==================== seq_divider_lattice_flat
Fig. 1: seq_divider_lattice_flat, routed metal per tile
(3 px per um) 34 x 19 tiles, from dark blue (low) to red (high), scaled to the fullest tile. Values are wire area over tile area, all layers added.
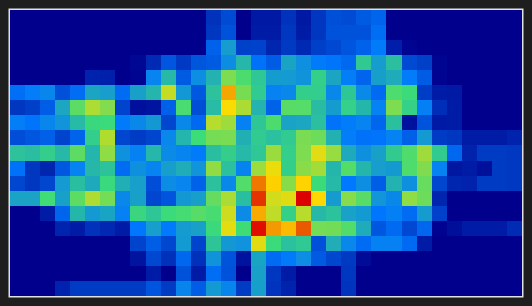
Fig. 2: seq_divider_lattice_flat, M2 wires
(4 px per um)
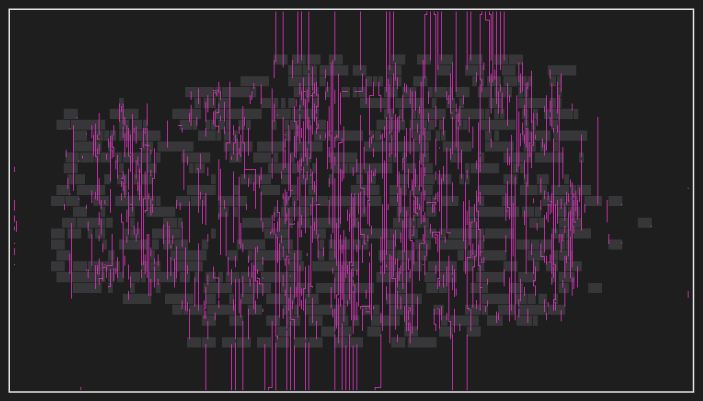
## src/rtl/seq_divider_lattice_if.sv

```systemverilog
// seq_divider_lattice_if: operand/result valid-ready bundle for the sequential divider.
interface seq_divider_lattice_if #(parameter int WIDTH = 16);
    logic             in_valid;
    logic             in_ready;
    logic [WIDTH-1:0] a;
    logic [WIDTH-1:0] b;
    logic             out_valid;
    logic             out_ready;
    logic [WIDTH-1:0] q;
    logic [WIDTH-1:0] r;
    logic             div_by_zero;
    modport master (output in_valid, a, b, out_ready, input in_ready, out_valid, q, r, div_by_zero);
    modport slave  (input in_valid, a, b, out_ready, output in_ready, out_valid, q, r, div_by_zero);
endinterface

```

## src/rtl/seq_divider_lattice.sv

```systemverilog
// seq_divider_lattice: restoring shift-subtract unsigned divider, one quotient bit per cycle.
module seq_divider_lattice #(parameter int WIDTH = 16) (
    input logic clk,
    input logic rst,
    seq_divider_lattice_if.slave bus
);
    localparam int CW = $clog2(WIDTH);
    typedef enum logic [1:0] {IDLE, BUSY, ZERO, DONE} state_t;
    state_t           state;
    logic [WIDTH-1:0] dvd, dvs, rem, quo;
    logic [CW-1:0]    cnt;
    logic             in_ready_r, out_valid_r, dbz;
    logic [WIDTH-1:0] rem_sh;
    logic [WIDTH:0]   diff;
    logic             ge;
    // one extra bit on the subtraction turns its borrow into the compare result
    always_comb begin
        rem_sh = {rem[WIDTH-2:0], dvd[WIDTH-1]};
        diff   = {1'b0, rem_sh} - {1'b0, dvs};
        ge     = ~diff[WIDTH];
    end
    always_ff @(posedge clk) begin
        if (rst) begin
            state       <= IDLE;
            in_ready_r  <= 1'b1;
            out_valid_r <= 1'b0;
            dvd         <= '0;
            dvs         <= '0;
            rem         <= '0;
            quo         <= '0;
            cnt         <= '0;
            dbz         <= 1'b0;
        end else begin
            case (state)
                IDLE: if (bus.in_valid) begin
                    dvd        <= bus.a;
                    dvs        <= bus.b;
                    rem        <= '0;
                    quo        <= '0;
                    cnt        <= CW'(WIDTH - 1);
                    dbz        <= 1'b0;
                    in_ready_r <= 1'b0;
                    state      <= (bus.b == '0) ? ZERO : BUSY;
                end
                BUSY: begin
                    dvd <= dvd << 1;
                    rem <= ge ? diff[WIDTH-1:0] : rem_sh;
                    quo <= {quo[WIDTH-2:0], ge};
                    if (cnt == '0) begin
                        state       <= DONE;
                        out_valid_r <= 1'b1;
                    end else begin
                        cnt <= cnt - 1'b1;
                    end
                end
                ZERO: begin
                    quo         <= '1;
                    rem         <= dvd;
                    dbz         <= 1'b1;
                    state       <= DONE;
                    out_valid_r <= 1'b1;
                end
                DONE: if (bus.out_ready) begin
                    state       <= IDLE;
                    out_valid_r <= 1'b0;
                    in_ready_r  <= 1'b1;
                end
                default: state <= IDLE;
            endcase
        end
    end
    assign bus.in_ready    = in_ready_r;
    assign bus.out_valid   = out_valid_r;
    assign bus.q           = quo;
    assign bus.r           = rem;
    assign bus.div_by_zero = dbz;
endmodule

```

## src/flat_wrapper.sv

```systemverilog
// flat-port wrapper written by rule: the top's interface ports become plain ports
module seq_divider_lattice_flat 
#(parameter int WIDTH = 16)
  (clk, rst, bus_in_valid, bus_a, bus_b, bus_out_ready, bus_in_ready, bus_out_valid, bus_q, bus_r, bus_div_by_zero);
  seq_divider_lattice_if #(.WIDTH(WIDTH)) bus_i ();
  input logic clk;
  input logic rst;
  input wire logic [$bits(bus_i.in_valid)-1:0] bus_in_valid;
  input wire logic [$bits(bus_i.a)-1:0] bus_a;
  input wire logic [$bits(bus_i.b)-1:0] bus_b;
  input wire logic [$bits(bus_i.out_ready)-1:0] bus_out_ready;
  output wire logic [$bits(bus_i.in_ready)-1:0] bus_in_ready;
  output wire logic [$bits(bus_i.out_valid)-1:0] bus_out_valid;
  output wire logic [$bits(bus_i.q)-1:0] bus_q;
  output wire logic [$bits(bus_i.r)-1:0] bus_r;
  output wire logic [$bits(bus_i.div_by_zero)-1:0] bus_div_by_zero;
  assign bus_i.in_valid = bus_in_valid;
  assign bus_i.a = bus_a;
  assign bus_i.b = bus_b;
  assign bus_i.out_ready = bus_out_ready;
  assign bus_in_ready = bus_i.in_ready;
  assign bus_out_valid = bus_i.out_valid;
  assign bus_q = bus_i.q;
  assign bus_r = bus_i.r;
  assign bus_div_by_zero = bus_i.div_by_zero;
  seq_divider_lattice #(.WIDTH(WIDTH)) u_core (.clk(clk), .rst(rst), .bus(bus_i));
endmodule
```

## config.mk

```make
export PLATFORM = sky130hd
export DESIGN_NAME = seq_divider_lattice_flat
export DESIGN_NICKNAME = d
export VERILOG_FILES = /design/src/rtl/seq_divider_lattice_if.sv /design/src/rtl/seq_divider_lattice.sv /design/src/flat_wrapper.sv
export SDC_FILE = /design/constraint.sdc
export NUM_CORES = 1
export LEC_CHECK = 0
export CAP_MARGIN = 20
export CORE_ASPECT_RATIO = 0.5
export CORE_MARGIN = 10
export CORE_UTILIZATION = 35
export DETAILED_ROUTE_END_ITERATION = 16
export PLACE_DENSITY = 0.57
export SYNTH_ARGS = -nofsm -noshare
export SYNTH_HDL_FRONTEND = slang
export SYNTH_SLANG_ARGS = --single-unit
```

## constraint.sdc

```tcl
create_clock -name clk -period 7.4 [get_ports clk]
set_clock_uncertainty 0.2 [all_clocks]
set_input_delay 1.48 -clock clk [delete_from_list [all_inputs] [get_ports clk]]
set_output_delay 1.48 -clock clk [all_outputs]
set_load 0.01 [all_outputs]
```

==> impl_metrics.py <==
# Synthesis and PnR figures
metrics = {
    "placed_design": {
        "placedCellCount": 672,
    },
    "hold_path": {
        "hold-path-endpoint": "u_core.dvs[5]",
    },
    "worst_setup_path": {
        "crit_type": "primary input to register",
    },
    "flow_run": {
        "warnings": 30,
        "maxCapViolCount": 0,
    },
    "global_route": {
        "grt_start_max_net_pins": 64,
        "grtUsageMet2": 0.205,
    },
    "finish": {
        "clock_cell_area_share": 0.0525,
        "seq_area_sq_um": 1460,
        "finalNetCount": 598,
        "largest_cell_class": "multi-input combinational cells",
    },
    "power_and_ir_drop": {
        "p_switching_w": 0.000778,
    },
    "routing": {
        "vias_per_cell": 5.17,
        "drtPass1Iterations": 4,
        "drtIter0Drc": 185,
    },
    "logic_synthesis": {
        "simple_gate_share": 0.151,
        "yosysWarnings": 0,
        "synth_stat.cells": 484,
        "flop_cell": "dfxtp_1",
        "topCellsByArea": "dfxtp_1 37%, ha_1 6.9%, mux2i_1 6.6%",
        "ys_sh_aoi": 0.243,
    },
    "timing": {
        "setup_tns_ns": 0,
    },
    "floorplan": {
        "taps": 145,
        "die_x_um": 171,
    },
    "cts": {
        "cts_tree": "done",
    },
    "run_status": {
        "status": "finished clean",
    },
}
Notes on Fig. 1 above:
The fullest tile reaches 0.49. 31% of the tiles are nearly empty. 12% of the tiles are over half the peak. The densest ninth of the die: center.
DR vias: 3,559
overall routed net length: 11,200 um
wire length per cell: 16.3 um
GRT Util Overall: 0.137

Notes on Fig. 2 above:
The layer holds 44% of the routed length. 489 nets have wire on it. The layer carries 4,900 um of wire.

-- layer usage --
| layer | wire, um | part of all wire | vias up |
|---|---|---|---|
| met1 | 5570 | 0.50 | 1656 |
| met4 | 59 | 0.0053 | 0 |
| met3 | 651 | 0.058 | 5 |
| met2 | 4900 | 0.44 | 68 |
| li1 | - | - | 1830 |
| met5 | 0 | 0 | - |
-- layout by cell type (no fill, tap or decap), types with 2 or more instances in the layout --
cell type,netlist,routed
a211oi_1,15,15
a21o_1,4,4
a21oi_1,49,49
a22o_1,3,3
a22oi_1,25,25
a311oi_1,2,2
a31oi_1,5,5
buf_4,0,3
clkbuf_1,28,2
clkbuf_16,0,9
clkdlybuf4s50_1,0,69
clkinv_2,0,2
dfxtp_1,73,73
ha_1,22,22
inv_1,28,28
mux2_2,2,2
mux2i_1,26,26
nand2_1,40,40
nand2b_1,5,5
nand3_1,6,6
nor2_1,65,65
nor2b_1,5,5
nor3_1,6,6
nor4_1,3,3
o211ai_1,2,2
o21a_1,2,2
o21ai_0,18,17
o21ai_1,3,3
o21bai_1,3,3
o22ai_1,4,4
xnor2_1,8,8
xor2_1,8,8

==================== interp_lin_param
`config.mk`:
```
export PLATFORM = sky130hd
export DESIGN_NAME = interp_lin_param
export DESIGN_NICKNAME = d
export VERILOG_FILES = /design/src/rtl/interp_pkg.sv /design/src/rtl/interp_sat_round.sv /design/src/rtl/interp_lin_param.sv
export SDC_FILE = /design/constraint.sdc
export NUM_CORES = 1
export LEC_CHECK = 0
export ABC_AREA = 1
export CORE_ASPECT_RATIO = 1.2
export CORE_UTILIZATION = 40
export CTS_CLUSTER_DIAMETER = 50
export DETAILED_ROUTE_END_ITERATION = 8
export DONT_BUFFER_PORTS = 1
export SYNTH_ARGS = -nofsm -noshare
export SYNTH_HDL_FRONTEND = slang
export SYNTH_SLANG_ARGS = --single-unit
```
`constraint.sdc`:
```
create_clock -name clock -period 21.2 [get_ports clock]
set_input_delay 4.24 -clock clock [delete_from_list [all_inputs] [get_ports clock]]
set_output_delay 4.24 -clock clock [all_outputs]
set_load 0.03 [all_outputs]
```
`src/rtl/interp_pkg.sv`:
```
// Shared types and arithmetic helpers for the interpolating rate converters.
package interp_pkg;

  typedef enum logic [1:0] {
    IDLE  = 2'd0,
    PRIME = 2'd1,
    RUN   = 2'd2,
    UNDER = 2'd3
  } state_e;

  // Rounded reciprocal of ratio in Q0.frac_w.
  function automatic int recip(input int ratio, input int frac_w);
    longint num;
    num = (longint'(1) <<< frac_w) + longint'(ratio / 2);
    return int'(num / longint'(ratio));
  endfunction

  // Round-half-up from Q.frac_w to integer, then clamp to a data_w signed range.
  function automatic longint sat_round(input longint acc, input int frac_w, input int data_w);
    longint r;
    longint hi;
    longint lo;
    r  = (acc + (longint'(1) <<< (frac_w - 1))) >>> frac_w;
    hi = (longint'(1) <<< (data_w - 1)) - 1;
    lo = -(longint'(1) <<< (data_w - 1));
    if (r > hi) r = hi;
    else if (r < lo) r = lo;
    return r;
  endfunction

endpackage

```
`src/rtl/interp_sat_round.sv`:
```
// Combinational round-half-up and saturate from the fixed-point accumulator to a sample.
module interp_sat_round
  import interp_pkg::*;
#(
  parameter int DATA_W = 20,
  parameter int FRAC_W = 20,
  parameter int ACC_W  = DATA_W + FRAC_W + 2
) (
  input  logic signed [ACC_W-1:0]  acc,
  output logic signed [DATA_W-1:0] y
);

  assign y = DATA_W'(sat_round(longint'(acc), FRAC_W, DATA_W));

endmodule

```
`src/rtl/interp_lin_param.sv`:
```
// Linear interpolating upsampler: one input sample per RATIO clocks, one output sample per clock,
// with a zero-order-hold mode and sticky underrun detection.
module interp_lin_param
  import interp_pkg::*;
#(
  parameter int DATA_W = 20,
  parameter int RATIO  = 50,
  parameter int FRAC_W = 20
) (
  input  logic                     clock,
  input  logic                     reset,
  input  logic                     clear,
  input  logic                     mode_zoh,
  input  logic signed [DATA_W-1:0] in_data,
  input  logic                     in_valid,
  output logic                     in_ready,
  output logic signed [DATA_W-1:0] out_data,
  output logic                     out_valid,
  output logic                     underrun
);

  localparam int CNT_W  = $clog2(RATIO);
  localparam int RECIP  = recip(RATIO, FRAC_W);
  localparam int ACC_W  = DATA_W + FRAC_W + 2;
  localparam int STEP_W = DATA_W + FRAC_W + 1;
  localparam logic [CNT_W-1:0]         CNT_LAST = CNT_W'(RATIO - 1);
  localparam logic signed [STEP_W-1:0] RECIP_X  = STEP_W'(RECIP);

  // Handshake: a sample transfers on a rising clock edge where in_valid and in_ready are both
  // high; in_ready depends only on state and cnt, never on in_valid.
  state_e                     state;
  logic [CNT_W-1:0]           cnt;
  logic signed [DATA_W-1:0]   v;
  logic signed [DATA_W-1:0]   v_prev;
  logic signed [ACC_W-1:0]    acc;
  logic signed [ACC_W-1:0]    acc_step;
  logic signed [ACC_W-1:0]    v_acc;
  logic signed [DATA_W:0]     diff;
  logic signed [STEP_W-1:0]   diff_x;
  logic signed [STEP_W-1:0]   step;
  logic signed [DATA_W-1:0]   rounded;
  logic                       frame_end;
  logic                       transfer;

  always_comb begin
    frame_end = (cnt == CNT_LAST);
    diff      = {v[DATA_W-1], v} - {v_prev[DATA_W-1], v_prev};
    diff_x    = {{FRAC_W{diff[DATA_W]}}, diff};
    step      = mode_zoh ? '0 : diff_x * RECIP_X;
    acc_step  = acc + {step[STEP_W-1], step};
    // Reloading from v at every frame boundary discards accumulated reciprocal error.
    v_acc     = {{2{v[DATA_W-1]}}, v, {FRAC_W{1'b0}}};
    in_ready  = 1'b0;
    unique case (state)
      IDLE, PRIME, UNDER: in_ready = 1'b1;
      RUN:                in_ready = frame_end;
      default:            in_ready = 1'b0;
    endcase
    transfer  = in_valid & in_ready;
  end

  interp_sat_round #(
    .DATA_W (DATA_W),
    .FRAC_W (FRAC_W)
  ) u_sat_round (
    .acc (acc),
    .y   (rounded)
  );

  always_ff @(posedge clock or posedge reset) begin
    if (reset) begin
      state     <= IDLE;
      cnt       <= '0;
      v         <= '0;
      v_prev    <= '0;
      acc       <= '0;
      out_data  <= '0;
      out_valid <= 1'b0;
      underrun  <= 1'b0;
    end else if (clear) begin
      state     <= IDLE;
      cnt       <= '0;
      v         <= '0;
      v_prev    <= '0;
      acc       <= '0;
      out_data  <= '0;
      out_valid <= 1'b0;
      underrun  <= 1'b0;
    end else begin
      out_data  <= rounded;
      out_valid <= (state == RUN) || (state == UNDER);
      unique case (state)
        IDLE: begin
          if (transfer) begin
            v     <= in_data;
            state <= PRIME;
          end
        end
        PRIME, UNDER: begin
          if (transfer) begin
            v_prev <= v;
            v      <= in_data;
            acc    <= v_acc;
            cnt    <= '0;
            state  <= RUN;
          end
        end
        RUN: begin
          if (!frame_end) begin
            acc <= acc_step;
            cnt <= cnt + CNT_W'(1);
          end else if (in_valid) begin
            v_prev <= v;
            v      <= in_data;
            acc    <= v_acc;
            cnt    <= '0;
          end else begin
            // Park on the last sample so the output holds flat until data returns.
            acc      <= v_acc;
            underrun <= 1'b1;
            state    <= UNDER;
          end
        end
        default: state <= IDLE;
      endcase
    end
  end

endmodule
```
Fig. 3: interp_lin_param, routed metal per tile
(2 px per um) 18 x 21 tiles, from dark blue (low) to red (high), scaled to the fullest tile. Values are wire area over tile area, all layers added.
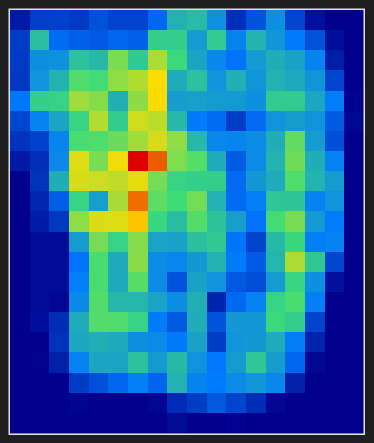
The densest ninth of the die: center. 19% of the tiles are nearly empty. The mean over all tiles is 0.18. The fullest tile reaches 0.62.
overall routed net length: 41,800 um
DR vias: 12,700

Fig. 4: interp_lin_param, track usage over the die
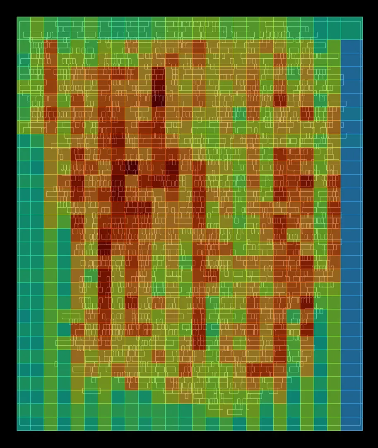
met1 Usage GRT: 0.288
global routing usage on met2: 0.415
wire length per cell: 16.9 um

==> impl_metrics.py <==
# Synthesis and PnR figures
metrics = {
    "flow_run": {
        "maxCapViolCount": 0,
    },
    "global_route": {
        "busiest_layer": "met2",
        "grt_overflow": 0,
        "use_met3": 0.0199,
    },
    "cts": {
        "htree_levels": 3,
        "ctsResizeCount": 0,
    },
    "timing": {
        "period_minus_slack_ns": 9.25,
        "drv_slew": 0,
        "finalHoldViolations": 0,
        "rsz0062_at_grt": "no",
    },
    "placed_design": {
        "hpwlAfterDp_um": 35400,
        "place.gp.congestion": 1.01,
        "placed_area_sq_um": 15200,
    },
    "floorplan": {
        "fp.dieArea_sq_um": 37400,
        "die_x_um": 177,
    },
    "finish": {
        "mostFrequentLayoutCells": "439 x inv_1, 357 x nand2_1, 187 x ha_1",
    },
    "worst_setup_path": {
        "cpMostUsedCell": "inv_1",
        "reg2reg_depth": 42,
        "critPathTopFamily": "adder cells",
        "timing.critical_path.buf_inv": 7,
    },
    "hold_path": {
        "hold_start": "acc[12]",
    },
    "run_status": {
        "status": "finished clean",
    },
    "routing": {
        "met2_wirelength_um": 20900,
    },
    "logic_synthesis": {
        "top_cell": "inv_1",
        "yosysTopAreaCell": "dfrtp_1",
        "yosysUniqueCellTypes": 57,
    },
}
## layout make-up
cell class	instances	area (sq um)
fillers	3723	20600
repair buffers	6	45.0
multi-input cells	1422	10100
clock buffers	9	225
clock inverters	7	75.1
inverters	443	1670
well taps	468	586
flip-flops and latches	110	2750
## worst max path at each step
stage          startpoint       to  slack, ns  cells past startpoint
6_report             v[0]  acc[39]      11.95                     42
3_3_place_gp         v[0]  acc[39]      11.99                     41
2_1_floorplan        v[0]  acc[39]      13.65                     43
4_1_cts              v[0]  acc[40]      12.00                     38
5_1_grt              v[0]  acc[39]      11.20                     41
3_5_place_dp         v[0]  acc[40]      12.06                     38
## worst reg2reg max path, delay by kind of cell, from the launching register on
kind                       cells  cell delay (ns)
xor gates and xnor gates       3             1.14
adders and majority gates      9             3.46
AOI/OAI and AO/OA              8             1.24
buffers and inverters          7             0.67
DFF                            1             0.39
and+or+nand+nor               15             2.20
## logic make-up after synthesis
family / synth area share
fa+ha+maj: 0.302
simple gates: 0.190
buf+inv: 0.123
other cells: 0.000256
flops: 0.188
compound gates: 0.146
mux: 0.000768
xor+xnor: 0.0499


==> layout pictures side by side <==
The metal 3 layer.
image #1
(4 px per um)
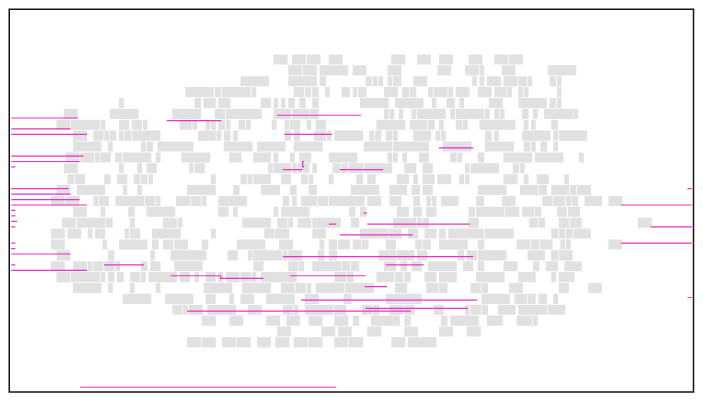
image #2
(2 px per um)
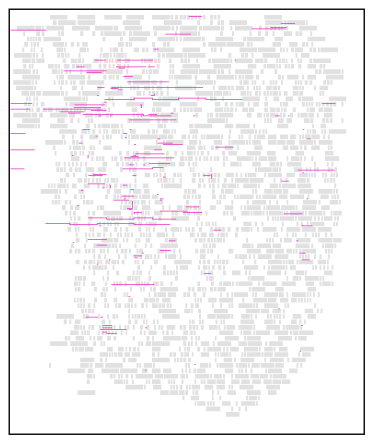
Image #1 comes from seq_divider_lattice_flat.
Image #2 comes from interp_lin_param.
Of these, largest die: image #2

Power is estimated from default activity; no workload was simulated.
